# design 1

Fig. 1: design 1, the metal 1 layer
Supply wires on this layer in grey.
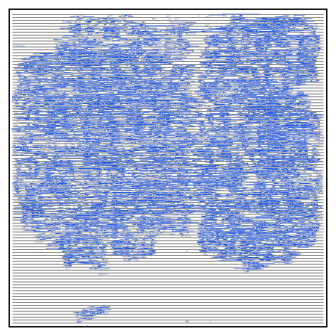

### src/rtl/multi_timer_ctrl.sv
// multi_timer_ctrl: NUM_CH countdown timers sharing one 1 Hz tick, with BCD display, hourglass level, LED and buzzer
// for the selected channel. Define TIMER_AUTORELOAD_EN to make expired channels reload their start time and rerun.
module multi_timer_ctrl #(
    parameter int NUM_CH      = 4,
    parameter int RING_SEC    = 3,
    parameter int MAX_HOUR    = 23,
    parameter int SAND_LEVELS = 9
) (
    input  logic                      clk_1k,
    input  logic                      rst_n,
    input  logic                      tick_1hz,
    input  logic [$clog2(NUM_CH)-1:0] ch_sel,
    input  logic                      btn_h_inc,
    input  logic                      btn_m_inc,
    input  logic                      btn_s_inc,
    input  logic                      btn_add,
    input  logic [5:0]                add_min,
    input  logic                      btn_start,
    input  logic                      btn_pause,
    input  logic                      btn_clear,
    output logic [3:0]                tm_h_tens,
    output logic [3:0]                tm_h_ones,
    output logic [3:0]                tm_m_tens,
    output logic [3:0]                tm_m_ones,
    output logic [3:0]                tm_s_tens,
    output logic [3:0]                tm_s_ones,
    output logic [1:0]                sel_state,
    output logic [NUM_CH-1:0]         ch_running,
    output logic [NUM_CH-1:0]         ch_ringing,
    output logic [3:0]                sand_count,
    output logic                      led_blink,
    output logic                      piezo_out
);

    localparam int         SW        = $clog2(NUM_CH);
    localparam logic [4:0] MAX_H     = 5'(MAX_HOUR);
    localparam logic [7:0] RING_INIT = 8'(RING_SEC);
    localparam logic [3:0] SAND_FULL = 4'(SAND_LEVELS);

    typedef enum logic [1:0] {
        ST_IDLE    = 2'd0,
        ST_RUNNING = 2'd1,
        ST_PAUSED  = 2'd2,
        ST_RINGING = 2'd3
    } state_t;

    logic [NUM_CH-1:0][4:0]  hour_all;
    logic [NUM_CH-1:0][5:0]  min_all;
    logic [NUM_CH-1:0][5:0]  sec_all;
    logic [NUM_CH-1:0][16:0] total_all;
    logic [NUM_CH-1:0][16:0] start_all;
    logic [NUM_CH-1:0][1:0]  state_all;
    logic [NUM_CH-1:0][1:0]  state_next_all;

    for (genvar gi = 0; gi < NUM_CH; gi++) begin : g_ch
        localparam logic [SW-1:0] CH_ID = SW'(gi);

        state_t      state_reg, state_next;
        logic [4:0]  hour_reg, hour_next;
        logic [5:0]  min_reg, min_next;
        logic [5:0]  sec_reg, sec_next;
        logic [16:0] start_reg, start_next;
        logic [7:0]  ring_reg, ring_next;
        logic        sel;
        logic        acted;
        logic [16:0] total;
        logic [6:0]  min_sum;

        assign sel     = (ch_sel == CH_ID);
        assign total   = 17'(hour_reg) * 17'd3600 + 17'(min_reg) * 17'd60 + 17'(sec_reg);
        assign min_sum = 7'(min_reg) + 7'(add_min);

        always_ff @(posedge clk_1k or negedge rst_n) begin
            if (!rst_n) begin
                state_reg <= ST_IDLE;
                hour_reg  <= '0;
                min_reg   <= '0;
                sec_reg   <= '0;
                start_reg <= '0;
                ring_reg  <= '0;
            end else begin
                state_reg <= state_next;
                hour_reg  <= hour_next;
                min_reg   <= min_next;
                sec_reg   <= sec_next;
                start_reg <= start_next;
                ring_reg  <= ring_next;
            end
        end

        // A button that changes this channel's state consumes a coincident tick.
        always_comb begin
            state_next = state_reg;
            hour_next  = hour_reg;
            min_next   = min_reg;
            sec_next   = sec_reg;
            start_next = start_reg;
            ring_next  = ring_reg;
            acted      = 1'b0;

            if (sel && btn_clear) begin
                state_next = ST_IDLE;
                hour_next  = '0;
                min_next   = '0;
                sec_next   = '0;
                start_next = '0;
                ring_next  = '0;
                acted      = 1'b1;
            end else if (sel && btn_pause) begin
                if (state_reg == ST_RUNNING) begin
                    state_next = ST_PAUSED;
                    acted      = 1'b1;
                end
            end else if (sel && btn_start) begin
                if (state_reg == ST_IDLE && total != 17'd0) begin
                    state_next = ST_RUNNING;
                    start_next = total;
                    acted      = 1'b1;
                end else if (state_reg == ST_PAUSED) begin
                    state_next = ST_RUNNING;
                    acted      = 1'b1;
                end
            end else if (sel && state_reg == ST_IDLE) begin
                if (btn_h_inc) begin
                    hour_next = (hour_reg == MAX_H) ? 5'd0 : hour_reg + 5'd1;
                end
                if (btn_add) begin
                    if (min_sum >= 7'd60) begin
                        min_next = 6'(min_sum - 7'd60);
                        if (hour_next != MAX_H) begin
                            hour_next = hour_next + 5'd1;
                        end
                    end else begin
                        min_next = min_sum[5:0];
                    end
                end else if (btn_m_inc) begin
                    min_next = (min_reg == 6'd59) ? 6'd0 : min_reg + 6'd1;
                end
                if (btn_s_inc) begin
                    sec_next = (sec_reg == 6'd59) ? 6'd0 : sec_reg + 6'd1;
                end
            end

            if (tick_1hz && !acted) begin
                case (state_reg)
                    ST_RUNNING: begin
                        if (total == 17'd0) begin
                            state_next = ST_RINGING;
                            ring_next  = RING_INIT;
                        end else if (sec_reg != 6'd0) begin
                            sec_next = sec_reg - 6'd1;
                        end else if (min_reg != 6'd0) begin
                            min_next = min_reg - 6'd1;
                            sec_next = 6'd59;
                        end else begin
                            hour_next = hour_reg - 5'd1;
                            min_next  = 6'd59;
                            sec_next  = 6'd59;
                        end
                    end
                    ST_RINGING: begin
                        if (ring_reg == 8'd0) begin
`ifdef TIMER_AUTORELOAD_EN
                            state_next = ST_RUNNING;
                            hour_next  = 5'(start_reg / 17'd3600);
                            min_next   = 6'((start_reg % 17'd3600) / 17'd60);
                            sec_next   = 6'(start_reg % 17'd60);
`else
                            state_next = ST_IDLE;
                            hour_next  = '0;
                            min_next   = '0;
                            sec_next   = '0;
                            start_next = '0;
`endif
                        end else begin
                            ring_next = ring_reg - 8'd1;
                        end
                    end
                    default: ;
                endcase
            end
        end

        assign hour_all[gi]       = hour_reg;
        assign min_all[gi]        = min_reg;
        assign sec_all[gi]        = sec_reg;
        assign total_all[gi]      = total;
        assign start_all[gi]      = start_reg;
        assign state_all[gi]      = state_reg;
        assign state_next_all[gi] = state_next;
        assign ch_running[gi]     = (state_reg == ST_RUNNING);
        assign ch_ringing[gi]     = (state_reg == ST_RINGING);
    end

    logic [4:0]  sel_hour;
    logic [5:0]  sel_min;
    logic [5:0]  sel_sec;
    logic [16:0] sel_total;
    logic [16:0] sel_start;

    assign sel_hour  = hour_all[ch_sel];
    assign sel_min   = min_all[ch_sel];
    assign sel_sec   = sec_all[ch_sel];
    assign sel_total = total_all[ch_sel];
    assign sel_start = start_all[ch_sel];
    assign sel_state = state_all[ch_sel];

    assign tm_h_tens = 4'(sel_hour / 5'd10);
    assign tm_h_ones = 4'(sel_hour % 5'd10);
    assign tm_m_tens = 4'(sel_min / 6'd10);
    assign tm_m_ones = 4'(sel_min % 6'd10);
    assign tm_s_tens = 4'(sel_sec / 6'd10);
    assign tm_s_ones = 4'(sel_sec % 6'd10);

    // Rounded ratio computed as (2*remain*levels + start) / (2*start).
    logic [23:0] sand_num;
    logic [23:0] sand_den;
    logic [23:0] sand_q;

    assign sand_num = 24'(sel_total) * 24'(2 * SAND_LEVELS) + 24'(sel_start);
    assign sand_den = {6'd0, sel_start, 1'b0};

    always_comb begin
        sand_q     = '0;
        sand_count = SAND_FULL;
        if (sand_den != 24'd0) begin
            sand_q = sand_num / sand_den;
        end
        case (sel_state)
            ST_IDLE:    sand_count = SAND_FULL;
            ST_RINGING: sand_count = 4'd0;
            default: begin
                if (sand_den == 24'd0 || sand_q >= 24'(SAND_LEVELS)) begin
                    sand_count = SAND_FULL;
                end else if (sand_q == 24'd0 && sel_total != 17'd0) begin
                    sand_count = 4'd1;
                end else begin
                    sand_count = 4'(sand_q);
                end
            end
        endcase
    end

    logic [9:0] blink_reg;
    logic       enter_run;
    logic       piezo_reg;

    assign enter_run = (state_next_all[ch_sel] == ST_RUNNING) && (state_all[ch_sel] != ST_RUNNING);

    always_ff @(posedge clk_1k or negedge rst_n) begin
        if (!rst_n) begin
            blink_reg <= '0;
            piezo_reg <= 1'b0;
        end else begin
            if (enter_run || blink_reg == 10'd999) begin
                blink_reg <= '0;
            end else begin
                blink_reg <= blink_reg + 10'd1;
            end
            piezo_reg <= (|ch_ringing) ? ~piezo_reg : 1'b0;
        end
    end

    assign led_blink = (sel_state == ST_RUNNING) ? (blink_reg < 10'd500) : (sel_state == ST_PAUSED);
    assign piezo_out = piezo_reg;

endmodule

### config.mk
export PLATFORM = sky130hd
export DESIGN_NAME = multi_timer_ctrl
export DESIGN_NICKNAME = d
export VERILOG_FILES = /design/src/rtl/multi_timer_ctrl.sv
export SDC_FILE = /design/constraint.sdc
export NUM_CORES = 2
export LEC_CHECK = 0
export CORE_MARGIN = 2
export CORE_UTILIZATION = 45
export CTS_BUF_LIST = sky130_fd_sc_hd__clkbuf_4 sky130_fd_sc_hd__clkbuf_8 sky130_fd_sc_hd__clkbuf_16
export CTS_CLUSTER_SIZE = 10
export DETAILED_ROUTE_END_ITERATION = 8
export GPL_ROUTABILITY_DRIVEN = 0
export GPL_TIMING_DRIVEN = 1
export PLACE_DENSITY = 0.69
export SLEW_MARGIN = 20
export SYNTH_ARGS = -nofsm -noshare
export SYNTH_HDL_FRONTEND = slang
export SYNTH_SLANG_ARGS = --single-unit
### constraint.sdc
create_clock -name clk_1k -period 243.5 [get_ports clk_1k]
set_input_delay 73.05 -clock clk_1k [delete_from_list [all_inputs] [get_ports clk_1k]]
set_output_delay 73.05 -clock clk_1k [all_outputs]
set_load 0.02 [all_outputs]
# design 2

[src/rtl/uart_tx_periph_pkg.sv]
// Shared definitions for the UART transmitter peripheral.
//   - Bus decode addresses used by MIO_BUS to generate the EN / clr_ovf strobes.
//   - Bit positions of the flags inside status_out.
//   - Transmit FSM state encoding.
package uart_tx_periph_pkg;

    // MIO_BUS decode constants: data port and control (clear-overflow) port.
    localparam logic [31:0] UART_ADDR      = 32'hE000_0000;
    localparam logic [31:0] UART_CTRL_ADDR = 32'hE000_0004;

    // status_out layout: {12'b0, ovf, busy, full, empty, count[15:0]}
    localparam int unsigned UART_ST_OVF   = 19;
    localparam int unsigned UART_ST_BUSY  = 18;
    localparam int unsigned UART_ST_FULL  = 17;
    localparam int unsigned UART_ST_EMPTY = 16;

    typedef enum logic [1:0] {
        StIdle  = 2'd0,
        StStart = 2'd1,
        StData  = 2'd2,
        StStop  = 2'd3
    } tx_state_e;

    // Clock cycles per bit period.
    function automatic int unsigned calc_divisor(input int unsigned clk_hz,
                                                 input int unsigned baud);
        return clk_hz / baud;
    endfunction

endpackage

[src/rtl/uart_tx_periph_fifo.sv]
// Synchronous byte FIFO, Depth x 8, with registered occupancy count.
// Ports:
//   clk_i     clock, rising edge
//   rst_ni    synchronous reset, active low (clears pointers and count)
//   push_i    write request; accepted when not full, or when full with a pop in the same cycle
//   wdata_i   byte to write
//   pop_i     read request; caller guarantees the FIFO is not empty
//   rdata_o   byte at the read pointer (combinational read)
//   count_o   number of stored entries, 0..Depth
//   full_o    count_o == Depth
//   empty_o   count_o == 0
module uart_fifo #(
    parameter  int unsigned Depth = 16,
    localparam int unsigned PtrW  = $clog2(Depth),
    localparam int unsigned CntW  = PtrW + 1
) (
    input  logic            clk_i,
    input  logic            rst_ni,
    input  logic            push_i,
    input  logic [7:0]      wdata_i,
    input  logic            pop_i,
    output logic [7:0]      rdata_o,
    output logic [CntW-1:0] count_o,
    output logic            full_o,
    output logic            empty_o
);

    logic [7:0]      mem_q [Depth];
    logic [PtrW-1:0] wr_ptr_q;
    logic [PtrW-1:0] rd_ptr_q;
    logic [CntW-1:0] count_q;
    logic [CntW-1:0] count_d;
    logic            push_ok;

    assign full_o  = (count_q == CntW'(Depth));
    assign empty_o = (count_q == '0);
    assign count_o = count_q;
    assign rdata_o = mem_q[rd_ptr_q];

    // A pop frees a slot in the same cycle, so a full FIFO can still take a push.
    assign push_ok = push_i && (!full_o || pop_i);

    always_comb begin
        count_d = count_q;
        if (push_ok && !pop_i) begin
            count_d = count_q + 1'b1;
        end else if (!push_ok && pop_i) begin
            count_d = count_q - 1'b1;
        end
    end

    // Pointers are log2(Depth) bits wide and wrap naturally.
    always_ff @(posedge clk_i) begin
        if (!rst_ni) begin
            wr_ptr_q <= '0;
            rd_ptr_q <= '0;
            count_q  <= '0;
        end else begin
            if (push_ok) begin
                wr_ptr_q <= wr_ptr_q + 1'b1;
            end
            if (pop_i) begin
                rd_ptr_q <= rd_ptr_q + 1'b1;
            end
            count_q <= count_d;
        end
    end

    // Storage needs no reset: entries are only read after being written.
    always_ff @(posedge clk_i) begin
        if (push_ok) begin
            mem_q[wr_ptr_q] <= wdata_i;
        end
    end

endmodule

[src/rtl/uart_tx_periph.sv]
// Memory-mapped UART transmitter: bytes written through the bus strobe EN are queued
// in a FIFO and sent 8N1, LSB first, on txd. A status word is offered for CPU polling.
// Ports:
//   clk         clock, rising edge
//   RSTN        synchronous reset, active low; aborts any frame in flight
//   EN          bus write strobe for the data port
//   P_Data      bus write data; only [7:0] is used
//   clr_ovf     bus write strobe for the control port; clears the overflow flag
//   status_out  {12'b0, ovf, busy, full, empty, count[15:0]}
//   txd         serial line, idle high, registered
module uart_tx_periph
    import uart_tx_periph_pkg::*;
#(
    parameter int unsigned CLK_HZ = 100_000_000,
    parameter int unsigned BAUD   = 115200,
    parameter int unsigned DEPTH  = 16
) (
    input  logic        clk,
    input  logic        RSTN,
    input  logic        EN,
    input  logic [31:0] P_Data,
    input  logic        clr_ovf,
    output logic [31:0] status_out,
    output logic        txd
);

    localparam int unsigned Divisor  = calc_divisor(CLK_HZ, BAUD);
    localparam int unsigned CntW     = $clog2(Divisor);
    localparam int unsigned FifoCntW = $clog2(DEPTH) + 1;
    localparam logic [CntW-1:0] CntMax = CntW'(Divisor - 1);

    tx_state_e     state_q, state_d;
    logic [CntW-1:0] cnt_q, cnt_d;
    logic [2:0]    idx_q, idx_d;
    logic [7:0]    shift_q, shift_d;
    logic          txd_q, txd_d;
    logic          ovf_q, ovf_d;

    logic                fifo_pop;
    logic [7:0]          fifo_rdata;
    logic [FifoCntW-1:0] fifo_count;
    logic                fifo_full;
    logic                fifo_empty;
    logic                bit_end;
    logic                overflow;

    logic unused_pdata;
    assign unused_pdata = ^P_Data[31:8];

    uart_fifo #(
        .Depth (DEPTH)
    ) u_fifo (
        .clk_i   (clk),
        .rst_ni  (RSTN),
        .push_i  (EN),
        .wdata_i (P_Data[7:0]),
        .pop_i   (fifo_pop),
        .rdata_o (fifo_rdata),
        .count_o (fifo_count),
        .full_o  (fifo_full),
        .empty_o (fifo_empty)
    );

    assign bit_end = (cnt_q == CntMax);

    always_comb begin
        state_d  = state_q;
        cnt_d    = cnt_q;
        idx_d    = idx_q;
        shift_d  = shift_q;
        txd_d    = txd_q;
        fifo_pop = 1'b0;
        unique case (state_q)
            StIdle: begin
                txd_d = 1'b1;
                cnt_d = '0;
                if (!fifo_empty) begin
                    fifo_pop = 1'b1;
                    shift_d  = fifo_rdata;
                    txd_d    = 1'b0;
                    state_d  = StStart;
                end
            end
            StStart: begin
                if (bit_end) begin
                    cnt_d   = '0;
                    txd_d   = shift_q[0];
                    idx_d   = '0;
                    state_d = StData;
                end else begin
                    cnt_d = cnt_q + 1'b1;
                end
            end
            StData: begin
                if (bit_end) begin
                    cnt_d = '0;
                    if (idx_q == 3'd7) begin
                        txd_d   = 1'b1;
                        state_d = StStop;
                    end else begin
                        shift_d = shift_q >> 1;
                        txd_d   = shift_q[1];
                        idx_d   = idx_q + 1'b1;
                    end
                end else begin
                    cnt_d = cnt_q + 1'b1;
                end
            end
            StStop: begin
                if (bit_end) begin
                    cnt_d = '0;
                    // Chain straight into the next start bit when data is waiting.
                    if (!fifo_empty) begin
                        fifo_pop = 1'b1;
                        shift_d  = fifo_rdata;
                        txd_d    = 1'b0;
                        state_d  = StStart;
                    end else begin
                        txd_d   = 1'b1;
                        state_d = StIdle;
                    end
                end else begin
                    cnt_d = cnt_q + 1'b1;
                end
            end
            default: begin
                txd_d   = 1'b1;
                state_d = StIdle;
            end
        endcase
    end

    // A push into a full FIFO is only lost if no pop frees a slot this cycle.
    assign overflow = EN && fifo_full && !fifo_pop;

    always_comb begin
        ovf_d = ovf_q;
        if (overflow) begin
            ovf_d = 1'b1;
        end else if (clr_ovf) begin
            ovf_d = 1'b0;
        end
    end

    always_ff @(posedge clk) begin
        if (!RSTN) begin
            state_q <= StIdle;
            cnt_q   <= '0;
            idx_q   <= '0;
            shift_q <= '0;
            txd_q   <= 1'b1;
            ovf_q   <= 1'b0;
        end else begin
            state_q <= state_d;
            cnt_q   <= cnt_d;
            idx_q   <= idx_d;
            shift_q <= shift_d;
            txd_q   <= txd_d;
            ovf_q   <= ovf_d;
        end
    end

    assign txd = txd_q;

    always_comb begin
        status_out                = '0;
        status_out[UART_ST_OVF]   = ovf_q;
        status_out[UART_ST_BUSY]  = (state_q != StIdle);
        status_out[UART_ST_FULL]  = fifo_full;
        status_out[UART_ST_EMPTY] = fifo_empty;
        status_out[15:0]          = 16'(fifo_count);
    end

endmodule

[config.mk]
export PLATFORM = sky130hd
export DESIGN_NAME = uart_tx_periph
export DESIGN_NICKNAME = d
export VERILOG_FILES = /design/src/rtl/uart_tx_periph_pkg.sv /design/src/rtl/uart_tx_periph_fifo.sv /design/src/rtl/uart_tx_periph.sv
export SDC_FILE = /design/constraint.sdc
export NUM_CORES = 1
export LEC_CHECK = 0
export ABC_AREA = 1
export CAP_MARGIN = 30
export CORE_MARGIN = 4
export CORE_UTILIZATION = 50
export DETAILED_ROUTE_END_ITERATION = 10
export PLACE_DENSITY = 0.67
export SLEW_MARGIN = 0
export SYNTH_ARGS = -nofsm -noshare
export SYNTH_HDL_FRONTEND = slang
export SYNTH_HIERARCHICAL = 1
export SYNTH_SLANG_ARGS = --single-unit
[constraint.sdc]
create_clock -name clk -period 3.07 [get_ports clk]
set_input_delay 0.614 -clock clk [delete_from_list [all_inputs] [get_ports clk]]
set_output_delay 0.614 -clock clk [all_outputs]
set_load 0.02 [all_outputs]
# design 3

### src/rtl/mem_scan_pkg.sv
// Shared types and defaults for the memory max-scanner accelerator.
// Latency: n/a (declarations only).
// Backpressure: n/a.
package mem_scan_pkg;

  // Scanner control states
  typedef enum logic [1:0] {
    IDLE  = 2'd0,
    READ  = 2'd1,
    WRITE = 2'd2,
    DONE  = 2'd3
  } state_e;

  // Default memory address and data widths
  localparam int DEF_AW = 8;
  localparam int DEF_DW = 8;

  // Address of element `off` in a window starting at `base`, wrapping modulo 2^AW
  function automatic logic [DEF_AW-1:0] wrap_addr(input logic [DEF_AW-1:0] base,
                                                  input logic [DEF_AW-1:0] off);
    return base + off;
  endfunction

endpackage

### src/rtl/mem_max_scanner_max_compare.sv
// Strict greater-than comparator, unsigned or two's-complement by parameter.
// Latency: combinational.
// Backpressure: none.
module max_compare #(
  parameter int DW     = 8,
  parameter int SIGNED = 0
) (
  input  logic [DW-1:0] a_i,
  input  logic [DW-1:0] b_i,
  output logic          gt_o
);

  // Select the compare flavour once at elaboration
  generate
    if (SIGNED != 0) begin : g_signed
      assign gt_o = $signed(a_i) > $signed(b_i);
    end else begin : g_unsigned
      assign gt_o = a_i > b_i;
    end
  endgenerate

endmodule

### src/rtl/mem_max_scanner.sv
// Scans count bytes from base_addr, finds the first maximum and writes it to dest_addr.
// Latency: count+2 cycles from accepted start to done (1 cycle when count==0).
// Backpressure: none; start is only honoured in IDLE, later starts are dropped.
module mem_max_scanner
  import mem_scan_pkg::*;
#(
  parameter int AW     = DEF_AW,
  parameter int DW     = DEF_DW,
  parameter int SIGNED = 0
) (
  input  logic          clk,
  input  logic          rst,
  input  logic          start,
  input  logic [AW-1:0] base_addr,
  input  logic [AW-1:0] count,
  input  logic [AW-1:0] dest_addr,
  output logic          busy,
  output logic          done,
  output logic [DW-1:0] max_val,
  output logic [AW-1:0] max_idx,
  output logic [AW-1:0] Address,
  output logic [DW-1:0] WriteData,
  output logic          MemRead,
  output logic          MemWrite,
  input  logic [DW-1:0] ReadData
);

  state_e        state_q;
  logic [AW-1:0] base_q;
  logic [AW-1:0] cnt_q;
  logic [AW-1:0] dest_q;
  logic [AW-1:0] i_q;
  logic [DW-1:0] max_val_q;
  logic [AW-1:0] max_idx_q;
  logic [AW-1:0] addr_q;
  logic [DW-1:0] wdata_q;
  logic          rd_q;
  logic          wr_q;
  logic          busy_q;
  logic          done_q;

  logic          gt;
  logic          take;
  logic [DW-1:0] max_val_d;
  logic [AW-1:0] max_idx_d;
  logic          last_rd;

  max_compare #(
    .DW     (DW),
    .SIGNED (SIGNED)
  ) u_cmp (
    .a_i  (ReadData),
    .b_i  (max_val_q),
    .gt_o (gt)
  );

  // Running maximum including the byte being read this cycle; ties keep the older index
  always_comb begin
    take      = (i_q == '0) || gt;
    max_val_d = max_val_q;
    max_idx_d = max_idx_q;
    if (take) begin
      max_val_d = ReadData;
      max_idx_d = i_q;
    end
    last_rd   = (i_q == (cnt_q - AW'(1)));
  end

  // Control FSM with registered bus strobes, address, write data and status
  always_ff @(posedge clk) begin
    if (rst) begin
      state_q   <= IDLE;
      base_q    <= '0;
      cnt_q     <= '0;
      dest_q    <= '0;
      i_q       <= '0;
      max_val_q <= '0;
      max_idx_q <= '0;
      addr_q    <= '0;
      wdata_q   <= '0;
      rd_q      <= 1'b0;
      wr_q      <= 1'b0;
      busy_q    <= 1'b0;
      done_q    <= 1'b0;
    end else begin
      case (state_q)
        IDLE: begin
          done_q <= 1'b0;
          if (start) begin
            base_q    <= base_addr;
            cnt_q     <= count;
            dest_q    <= dest_addr;
            i_q       <= '0;
            max_val_q <= '0;
            max_idx_q <= '0;
            busy_q    <= 1'b1;
            if (count != '0) begin
              // First read is presented in the very next cycle
              state_q <= READ;
              addr_q  <= base_addr;
              rd_q    <= 1'b1;
            end else begin
              // Empty window: no bus traffic, straight to completion
              state_q <= DONE;
              done_q  <= 1'b1;
            end
          end
        end

        READ: begin
          max_val_q <= max_val_d;
          max_idx_q <= max_idx_d;
          if (last_rd) begin
            // Write-back carries the maximum including the final byte
            state_q <= WRITE;
            rd_q    <= 1'b0;
            wr_q    <= 1'b1;
            addr_q  <= dest_q;
            wdata_q <= max_val_d;
          end else begin
            i_q    <= i_q + AW'(1);
            addr_q <= base_q + i_q + AW'(1);
          end
        end

        WRITE: begin
          state_q <= DONE;
          wr_q    <= 1'b0;
          addr_q  <= '0;
          wdata_q <= '0;
          done_q  <= 1'b1;
        end

        DONE: begin
          state_q <= IDLE;
          done_q  <= 1'b0;
          busy_q  <= 1'b0;
          i_q     <= '0;
        end

        default: begin
          state_q <= IDLE;
          rd_q    <= 1'b0;
          wr_q    <= 1'b0;
          addr_q  <= '0;
          wdata_q <= '0;
          busy_q  <= 1'b0;
          done_q  <= 1'b0;
        end
      endcase
    end
  end

  assign busy      = busy_q;
  assign done      = done_q;
  assign max_val   = max_val_q;
  assign max_idx   = max_idx_q;
  assign Address   = addr_q;
  assign WriteData = wdata_q;
  assign MemRead   = rd_q;
  assign MemWrite  = wr_q;

endmodule

### config.mk
export PLATFORM = sky130hd
export DESIGN_NAME = mem_max_scanner
export DESIGN_NICKNAME = d
export VERILOG_FILES = /design/src/rtl/mem_scan_pkg.sv /design/src/rtl/mem_max_scanner_max_compare.sv /design/src/rtl/mem_max_scanner.sv
export SDC_FILE = /design/constraint.sdc
export NUM_CORES = 1
export LEC_CHECK = 0
export CAP_MARGIN = 30
export CORE_MARGIN = 2
export CORE_UTILIZATION = 50
export CTS_BUF_LIST = sky130_fd_sc_hd__clkbuf_4 sky130_fd_sc_hd__clkbuf_8
export CTS_CLUSTER_DIAMETER = 80
export CTS_CLUSTER_SIZE = 20
export DETAILED_ROUTE_END_ITERATION = 10
export DONT_BUFFER_PORTS = 1
export PLACE_DENSITY = 0.66
export SLEW_MARGIN = 20
export SYNTH_ARGS = -nofsm -noshare
export SYNTH_HDL_FRONTEND = slang
export SYNTH_SLANG_ARGS = --single-unit
### constraint.sdc
create_clock -name clk -period 3.3 [get_ports clk]
set_clock_uncertainty 0.2 [all_clocks]
set_input_delay 0.825 -clock clk [delete_from_list [all_inputs] [get_ports clk]]
set_output_delay 0.825 -clock clk [all_outputs]
set_load 0.1 [all_outputs]
# design 4

===== config.mk =====
export PLATFORM = sky130hd
export DESIGN_NAME = mem_stage_flat
export DESIGN_NICKNAME = d
export VERILOG_FILES = /design/src/rtl/mem_stage_pkg.sv /design/src/rtl/mem_stage_if.sv /design/src/rtl/mem_stage.sv /design/src/flat_wrapper.sv
export SDC_FILE = /design/constraint.sdc
export NUM_CORES = 1
export LEC_CHECK = 0
export CAP_MARGIN = 20
export CORE_ASPECT_RATIO = 1.2
export CORE_MARGIN = 8
export CORE_UTILIZATION = 35
export DETAILED_ROUTE_END_ITERATION = 16
export PLACE_DENSITY = 0.71
export SLEW_MARGIN = 5
export SYNTH_ARGS = -nofsm -noshare
export SYNTH_HDL_FRONTEND = slang
export SYNTH_SLANG_ARGS = --single-unit

===== constraint.sdc =====
create_clock -name clk -period 2.1 [get_ports clk]
set_clock_uncertainty 0.2 [all_clocks]
set_input_delay 0.42 -clock clk [delete_from_list [all_inputs] [get_ports clk]]
set_output_delay 0.42 -clock clk [all_outputs]
set_load 0.005 [all_outputs]

===== src/rtl/mem_stage_pkg.sv =====
// mem_stage_pkg: shared definitions for the memory-access stage.
// Control-bit indices, FSM states, default widths and helpers.
package mem_stage_pkg;

  localparam int DATA_W = 16;
  localparam int RD_W   = 3;
  localparam int CNT_W  = 8;

  localparam int WBSRC_BIT    = 2;
  localparam int MEMREAD_BIT  = 1;
  localparam int MEMWRITE_BIT = 0;

  typedef enum logic {
    S_IDLE   = 1'b0,
    S_ACCESS = 1'b1
  } state_e;

  function automatic logic is_mem_op(
    input logic [2:0] sig
  );
    return sig[MEMREAD_BIT] | sig[MEMWRITE_BIT];
  endfunction

endpackage


===== src/rtl/mem_stage_if.sv =====
// mem_stage_if: data-memory request/response bus.
// master = pipeline stage (req/we/addr/wdata out), slave = memory.
interface mem_stage_if #(
  parameter int DW = 16
);

  logic          mem_req;
  logic          mem_we;
  logic [DW-1:0] mem_addr;
  logic [DW-1:0] mem_wdata;
  logic          mem_ready;
  logic [DW-1:0] mem_rdata;

  modport master (
    output mem_req,
    output mem_we,
    output mem_addr,
    output mem_wdata,
    input  mem_ready,
    input  mem_rdata
  );

  modport slave (
    input  mem_req,
    input  mem_we,
    input  mem_addr,
    input  mem_wdata,
    output mem_ready,
    output mem_rdata
  );

endinterface


===== src/rtl/mem_stage.sv =====
// mem_stage: memory-access pipeline stage (execute -> writeback).
// Ports: clk/reset, i_* instruction from execute, o_stall to upstream,
// mem (master bus to data memory), o_wb_* registered writeback, o_mem_error.
module mem_stage
  import mem_stage_pkg::*;
#(
  parameter int DATA_WIDTH     = DATA_W,
  parameter int RD_WIDTH       = RD_W,
  parameter int TIMEOUT_CYCLES = 255
) (
  input  logic                  clk,
  input  logic                  reset,

  input  logic                  i_in_valid,
  input  logic [DATA_WIDTH-1:0] i_AluResult,
  input  logic [DATA_WIDTH-1:0] i_StoreData,
  input  logic [2:0]            i_signals,
  input  logic [RD_WIDTH-1:0]   i_Rd,
  input  logic                  i_RegWrite,

  output logic                  o_stall,

  mem_stage_if.master           mem,

  output logic                  o_wb_valid,
  output logic [DATA_WIDTH-1:0] o_WBData,
  output logic [RD_WIDTH-1:0]   o_wb_rd,
  output logic                  o_wb_RegWrite,
  output logic                  o_mem_error
);

  // Counter value seen on the last permitted ACCESS cycle.
  localparam logic [CNT_W-1:0] TO_LAST =
    CNT_W'(TIMEOUT_CYCLES - 1);

  state_e r_state;
  state_e w_next;

  logic [CNT_W-1:0]      r_cnt;
  logic [DATA_WIDTH-1:0] r_addr;
  logic [DATA_WIDTH-1:0] r_wdata;
  logic                  r_we;
  logic                  r_wbsrc;
  logic [RD_WIDTH-1:0]   r_rd;
  logic                  r_regwrite;

  logic                  r_wb_valid;
  logic [DATA_WIDTH-1:0] r_wbdata;
  logic [RD_WIDTH-1:0]   r_wb_rd;
  logic                  r_wb_regwrite;
  logic                  r_err;

  logic w_idle;
  logic w_access;
  logic w_mem_op;
  logic w_accept_alu;
  logic w_accept_mem;
  logic w_done;
  logic w_timeout;
  logic w_use_rdata;

  assign w_idle   = (r_state == S_IDLE);
  assign w_access = (r_state == S_ACCESS);
  assign w_mem_op = is_mem_op(i_signals);

  assign w_accept_alu = w_idle & i_in_valid & ~w_mem_op;
  assign w_accept_mem = w_idle & i_in_valid & w_mem_op;

  // Completion wins over timeout on the final cycle.
  assign w_done    = w_access & mem.mem_ready;
  assign w_timeout = w_access & ~mem.mem_ready
                   & (r_cnt == TO_LAST);

  // Stores never return data; WBsrc only matters for reads.
  assign w_use_rdata = ~r_we & r_wbsrc;

  always_ff @(posedge clk) begin
    if (reset) r_state <= S_IDLE;
    else       r_state <= w_next;
  end

  always_comb begin
    w_next = r_state;
    unique case (r_state)
      S_IDLE: begin
        if (w_accept_mem) w_next = S_ACCESS;
      end
      S_ACCESS: begin
        if (w_done | w_timeout) w_next = S_IDLE;
      end
      default: w_next = S_IDLE;
    endcase
  end

  // Request latch and wait counter.
  always_ff @(posedge clk) begin
    if (reset) begin
      r_cnt      <= '0;
      r_addr     <= '0;
      r_wdata    <= '0;
      r_we       <= 1'b0;
      r_wbsrc    <= 1'b0;
      r_rd       <= '0;
      r_regwrite <= 1'b0;
    end else begin
      if (w_accept_mem) begin
        r_cnt      <= '0;
        r_addr     <= i_AluResult;
        r_wdata    <= i_StoreData;
        r_we       <= i_signals[MEMWRITE_BIT];
        r_wbsrc    <= i_signals[WBSRC_BIT];
        r_rd       <= i_Rd;
        r_regwrite <= i_RegWrite;
      end else if (w_done | w_timeout) begin
        r_cnt <= '0;
      end else if (w_access) begin
        r_cnt <= r_cnt + 1'b1;
      end
    end
  end

  // Writeback register; wb_RegWrite is only ever high with wb_valid.
  always_ff @(posedge clk) begin
    if (reset) begin
      r_wb_valid    <= 1'b0;
      r_wbdata      <= '0;
      r_wb_rd       <= '0;
      r_wb_regwrite <= 1'b0;
      r_err         <= 1'b0;
    end else begin
      r_wb_valid <= w_accept_alu | w_done | w_timeout;
      unique case (1'b1)
        w_accept_alu: begin
          r_wbdata      <= i_AluResult;
          r_wb_rd       <= i_Rd;
          r_wb_regwrite <= i_RegWrite;
        end
        w_done: begin
          r_wbdata      <= w_use_rdata ? mem.mem_rdata
                                       : r_addr;
          r_wb_rd       <= r_rd;
          r_wb_regwrite <= r_regwrite;
        end
        w_timeout: begin
          r_wbdata      <= r_addr;
          r_wb_rd       <= r_rd;
          r_wb_regwrite <= 1'b0;
          r_err         <= 1'b1;
        end
        default: begin
          r_wb_regwrite <= 1'b0;
        end
      endcase
    end
  end

  assign mem.mem_req   = w_access;
  assign mem.mem_we    = w_access & r_we;
  assign mem.mem_addr  = r_addr;
  assign mem.mem_wdata = r_wdata;

  assign o_stall       = w_access | w_accept_mem;
  assign o_wb_valid    = r_wb_valid;
  assign o_WBData      = r_wbdata;
  assign o_wb_rd       = r_wb_rd;
  assign o_wb_RegWrite = r_wb_regwrite;
  assign o_mem_error   = r_err;

endmodule

===== src/flat_wrapper.sv =====
// flat-port wrapper written by rule: the top's interface ports become plain ports
module mem_stage_flat import mem_stage_pkg::*;
#(
  parameter int DATA_WIDTH     = DATA_W,
  parameter int RD_WIDTH       = RD_W,
  parameter int TIMEOUT_CYCLES = 255
)
  (clk, reset, i_in_valid, i_AluResult, i_StoreData, i_signals, i_Rd, i_RegWrite, o_stall, o_wb_valid, o_WBData, o_wb_rd, o_wb_RegWrite, o_mem_error, mem_mem_req, mem_mem_we, mem_mem_addr, mem_mem_wdata, mem_mem_ready, mem_mem_rdata);
  mem_stage_if mem_i ();
  input  logic clk;
  input  logic reset;
  input  logic i_in_valid;
  input  logic [DATA_WIDTH-1:0] i_AluResult;
  input  logic [DATA_WIDTH-1:0] i_StoreData;
  input  logic [2:0] i_signals;
  input  logic [RD_WIDTH-1:0] i_Rd;
  input  logic i_RegWrite;
  output logic o_stall;
  output logic o_wb_valid;
  output logic [DATA_WIDTH-1:0] o_WBData;
  output logic [RD_WIDTH-1:0] o_wb_rd;
  output logic o_wb_RegWrite;
  output logic o_mem_error;
  output wire logic [$bits(mem_i.mem_req)-1:0] mem_mem_req;
  output wire logic [$bits(mem_i.mem_we)-1:0] mem_mem_we;
  output wire logic [$bits(mem_i.mem_addr)-1:0] mem_mem_addr;
  output wire logic [$bits(mem_i.mem_wdata)-1:0] mem_mem_wdata;
  input wire logic [$bits(mem_i.mem_ready)-1:0] mem_mem_ready;
  input wire logic [$bits(mem_i.mem_rdata)-1:0] mem_mem_rdata;
  assign mem_mem_req = mem_i.mem_req;
  assign mem_mem_we = mem_i.mem_we;
  assign mem_mem_addr = mem_i.mem_addr;
  assign mem_mem_wdata = mem_i.mem_wdata;
  assign mem_i.mem_ready = mem_mem_ready;
  assign mem_i.mem_rdata = mem_mem_rdata;
  mem_stage #(.DATA_WIDTH(DATA_WIDTH), .RD_WIDTH(RD_WIDTH), .TIMEOUT_CYCLES(TIMEOUT_CYCLES)) u_core (.clk(clk), .reset(reset), .i_in_valid(i_in_valid), .i_AluResult(i_AluResult), .i_StoreData(i_StoreData), .i_signals(i_signals), .i_Rd(i_Rd), .i_RegWrite(i_RegWrite), .o_stall(o_stall), .mem(mem_i), .o_wb_valid(o_wb_valid), .o_WBData(o_WBData), .o_wb_rd(o_wb_rd), .o_wb_RegWrite(o_wb_RegWrite), .o_mem_error(o_mem_error));
endmodule

Fig. 2: design 3, clock wires, drivers and flops
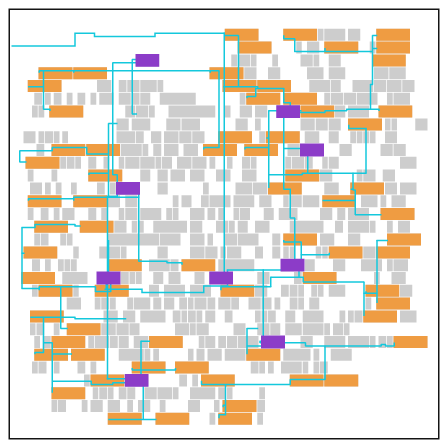
- purple: cells driving clock nets (count 9)
- orange: flip-flops (count 70)
- cyan: clock wires (length 1,010 um)
- flops lie: spread over the die
Skew-Pair Late Insertion Delay: 0.35 ns

==> results.toml, design 3 <==
# generated from flow reports
[setup_path]
path_buffers = 3
critical_path_class = "reg -> reg"
cp_slowest_cell = "or4_4"

[detailed_routing]
wl_met2_mm = 4.367
top_layer = "met4"
dr.pass1.iters = 4

[worst_hold_path]
min-delay-path-class = "reg -> reg"

[grt]
grt-ovfl-total = 0

[cells_and_area]
fin_cells = 566
num-multi-input-gates = 334
stdcell_area_mm2 = 0.004213
n_clock_buffer = 10

[clock_tree]
cts_sinks = 70
clock-root-buffer = "clkbuf_8"

[synthesis]
synth_top_cell_by_area = "dfxtp_1"
syn_area_mm2 = 0.003780
common_cells = "dfxtp_1 (70), nand2_1 (67), nor2_1 (50)"
synth.mux.area_fraction_pct = 2.383

[die]
taps = 99

[final_timing]
tns_ns = 0

[run]
drv_cap = 0

[outcome]
status = "complete, no violations"
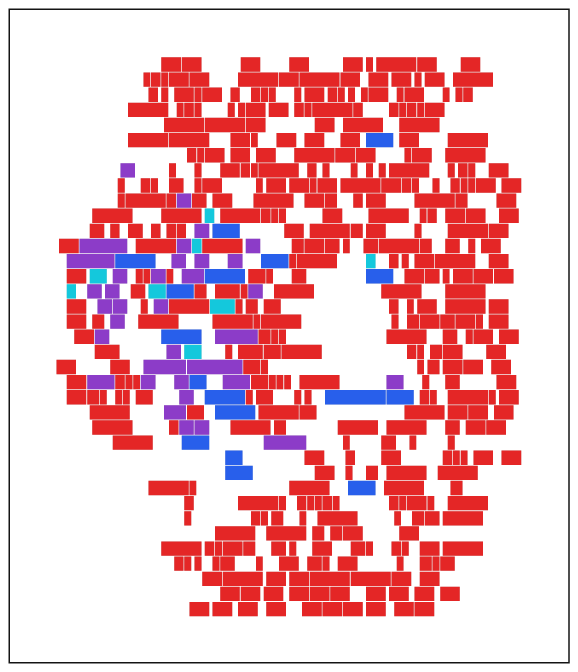
Fig. 3. Cells by drive strength (design 4).
- red: drive 1 or less (cells 407; most used clkdlybuf4s50_1)
- blue: drive 6 and up (cells 17; most used clkbuf_8)
- purple: drive 3 to 4 (cells 35; most used buf_4)
- cyan: drive 2 (cells 8; most used clkinv_2)
cell area after layout: 0.004553 mm2
Buffers, non-clock: 143
P&R area growth vs syn: 52.32%
setup ws final: 0.09382 ns

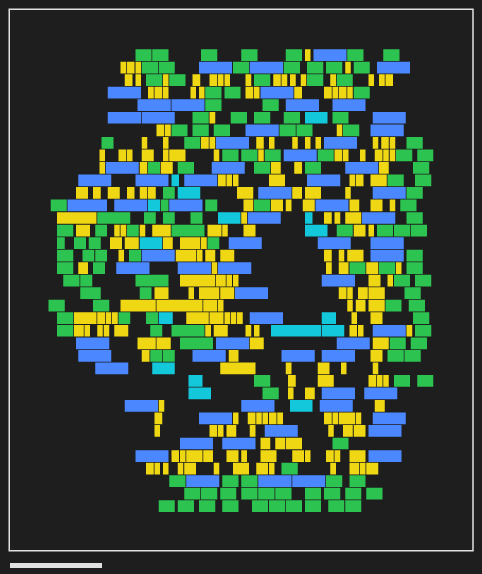
Fig. 4. Placed cells, one colour a class (design 4).
Bar = 20 um.
- cyan: clock drivers and dummy loads (cells 16)
- blue: flip-flops (cells 69)
- green: other buffers and delay cells (cells 143)
- yellow: all other logic (cells 239)

==> results.toml, design 4 <==
# generated from flow reports
[cells_and_area]
logic_area_mm2 = 0.001344
final_nets = 523
nFlopsAndLatches = 69
final_common_cell = "clkdlybuf4s50_1"

[detailed_routing]
drc = 0
drt-initial-drc-count = 193
m1WireLength_mm = 3.637
top_layer = "met4"

[synthesis]
syn_area_mm2 = 0.002989
common_cells = "nand2_1 (79), dfxtp_1 (69), a21oi_1 (39)"

[grt]
grt_pass1_wl_mm = 14.27

[setup_path]
endpoint = "u_core.o_WBData[2]"
cpPeakStageDelay_ns = 0.39

[final_timing]
rsz0062_at_grt = "no"

[die]
die_x_um = 100.4

[outcome]
status = "complete, no violations"
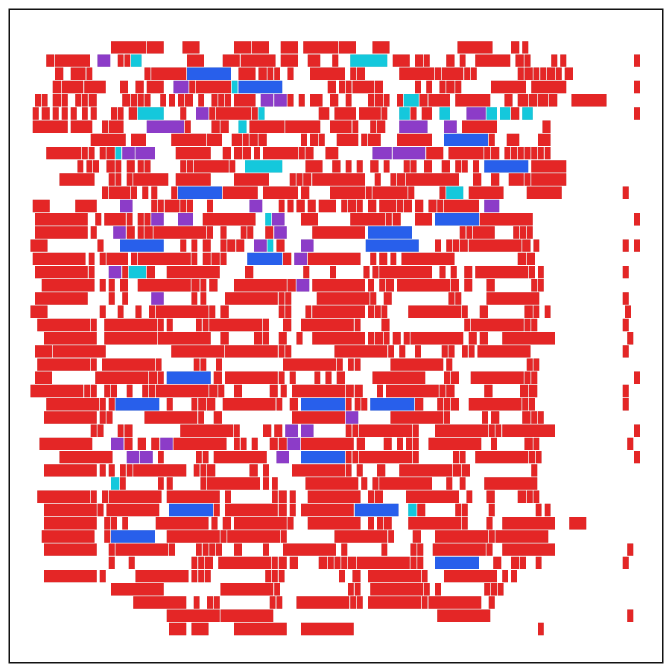
Fig. 5. Cells by drive strength (design 2).
- blue: drive 6 and up (cells 19; most used clkbuf_16)
- red: drive 1 or less (cells 811; most used nand2_1)
- purple: drive 3 to 4 (cells 36; most used buf_4)
- cyan: drive 2 (cells 20; most used inv_2)
setup ws final: 0.2584 ns
cell area after layout: 0.008860 mm2
P&R area growth vs syn: 11.30%
Buffers, non-clock: 46

==> results.toml, design 2 <==
# generated from flow reports
[cells_and_area]
lay_top_cells = "nand2_1 (254), edfxtp_1 (128), inv_1 (106), nand3_1 (105), dfxtp_1 (40)"
seqCellArea_mm2 = 0.004687
n_clock_buffer = 19
seq_share_pct = 52.90

[clock_tree]
cts_sinks = 170
clock-root-buffer = "clkbuf_16"

[run]
drv_cap = 0

[place]
io_buffers = 21

[grt]
grtUsageMet3_pct = 3.901
grt_pass1_vias = 4790

[detailed_routing]
route.vias.total = 5447

[outcome]
status = "complete, no violations"

[die]
io-pin-count = 69

[setup_path]
end_kind = "flip-flop"

[synthesis]
adder_share_pct = 2.924
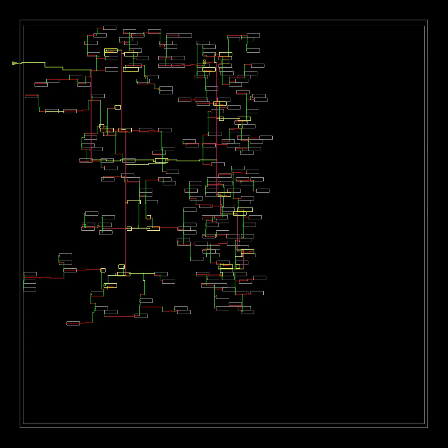
Fig. 6. Clock wiring as the flow saved it (design 1).
CTS buffer count: 17
Skew-Pair Late Insertion Delay: 0.48 ns
# clk buffers: 18
CTS sink count: 187
Fin Clk Skew: 0.008683 ns

## Picture notes: Fig. 1
- wire length on this layer: 51.0 mm
- nets with wire on the layer: 5,125
- main direction: horizontal

==> results.toml, design 1 <==
# generated from flow reports
[outcome]
status = "complete, no violations"

[setup_path]
endpoint = "sand_count[0]"

[cells_and_area]
logic_area_mm2 = 0.03113
nFlopsAndLatches = 187
area.growth.synth_to_final_pct = 6.245
stdcell_area_mm2 = 0.03981
sh_comb_area_pct = 78.21
n_antenna_cell = 0

[grt]
grt-ovfl-total = 0

[clock_tree]
postCtsResizedCells = 0

[run]
warnings = 132
drv_cap = 0

[final_timing]
max_slew_margin_pct = 23.73
hold_viol = 0

[synthesis]
ys_sh_simple_pct = 18.80
yosys-top-cells-area = "ha_1 (21%), dfrtp_1 (12%), xnor2_1 (5.8%), a21oi_1 (4.9%), nor2_1 (4.6%)"
postSynth.asyncResetShare_pct = 100.0
synth_cell_types = 103
avgSynthCellArea_um2 = 7.921
ys_top_logic_family = "adder cells"

[place]
dp.cells = 5783

[die]
chip_area_mm2 = 0.08559

[detailed_routing]
ant_nets = 0


## Gallery

The metal 1 layer.
Supply wires on this layer in grey.
image #1
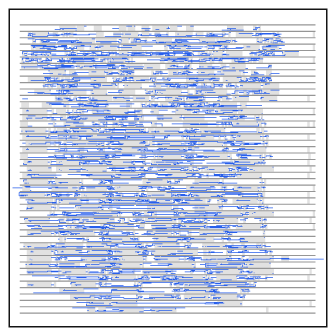
image #2
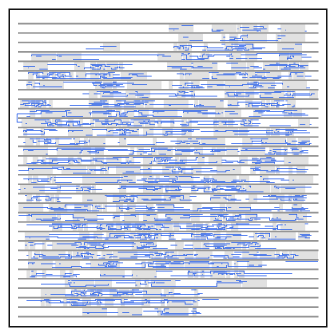
image #3
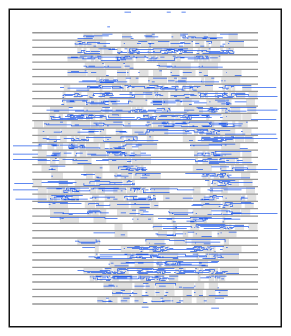
- image #3 = design 4
- image #2 = design 3
- image #1 = design 2

Key to image #3:
- longest straight run: 34.5 um
- main direction: horizontal
- share of all routed wire: 41%
- wire length on this layer: 3,640 um
- nets with wire on the layer: 476

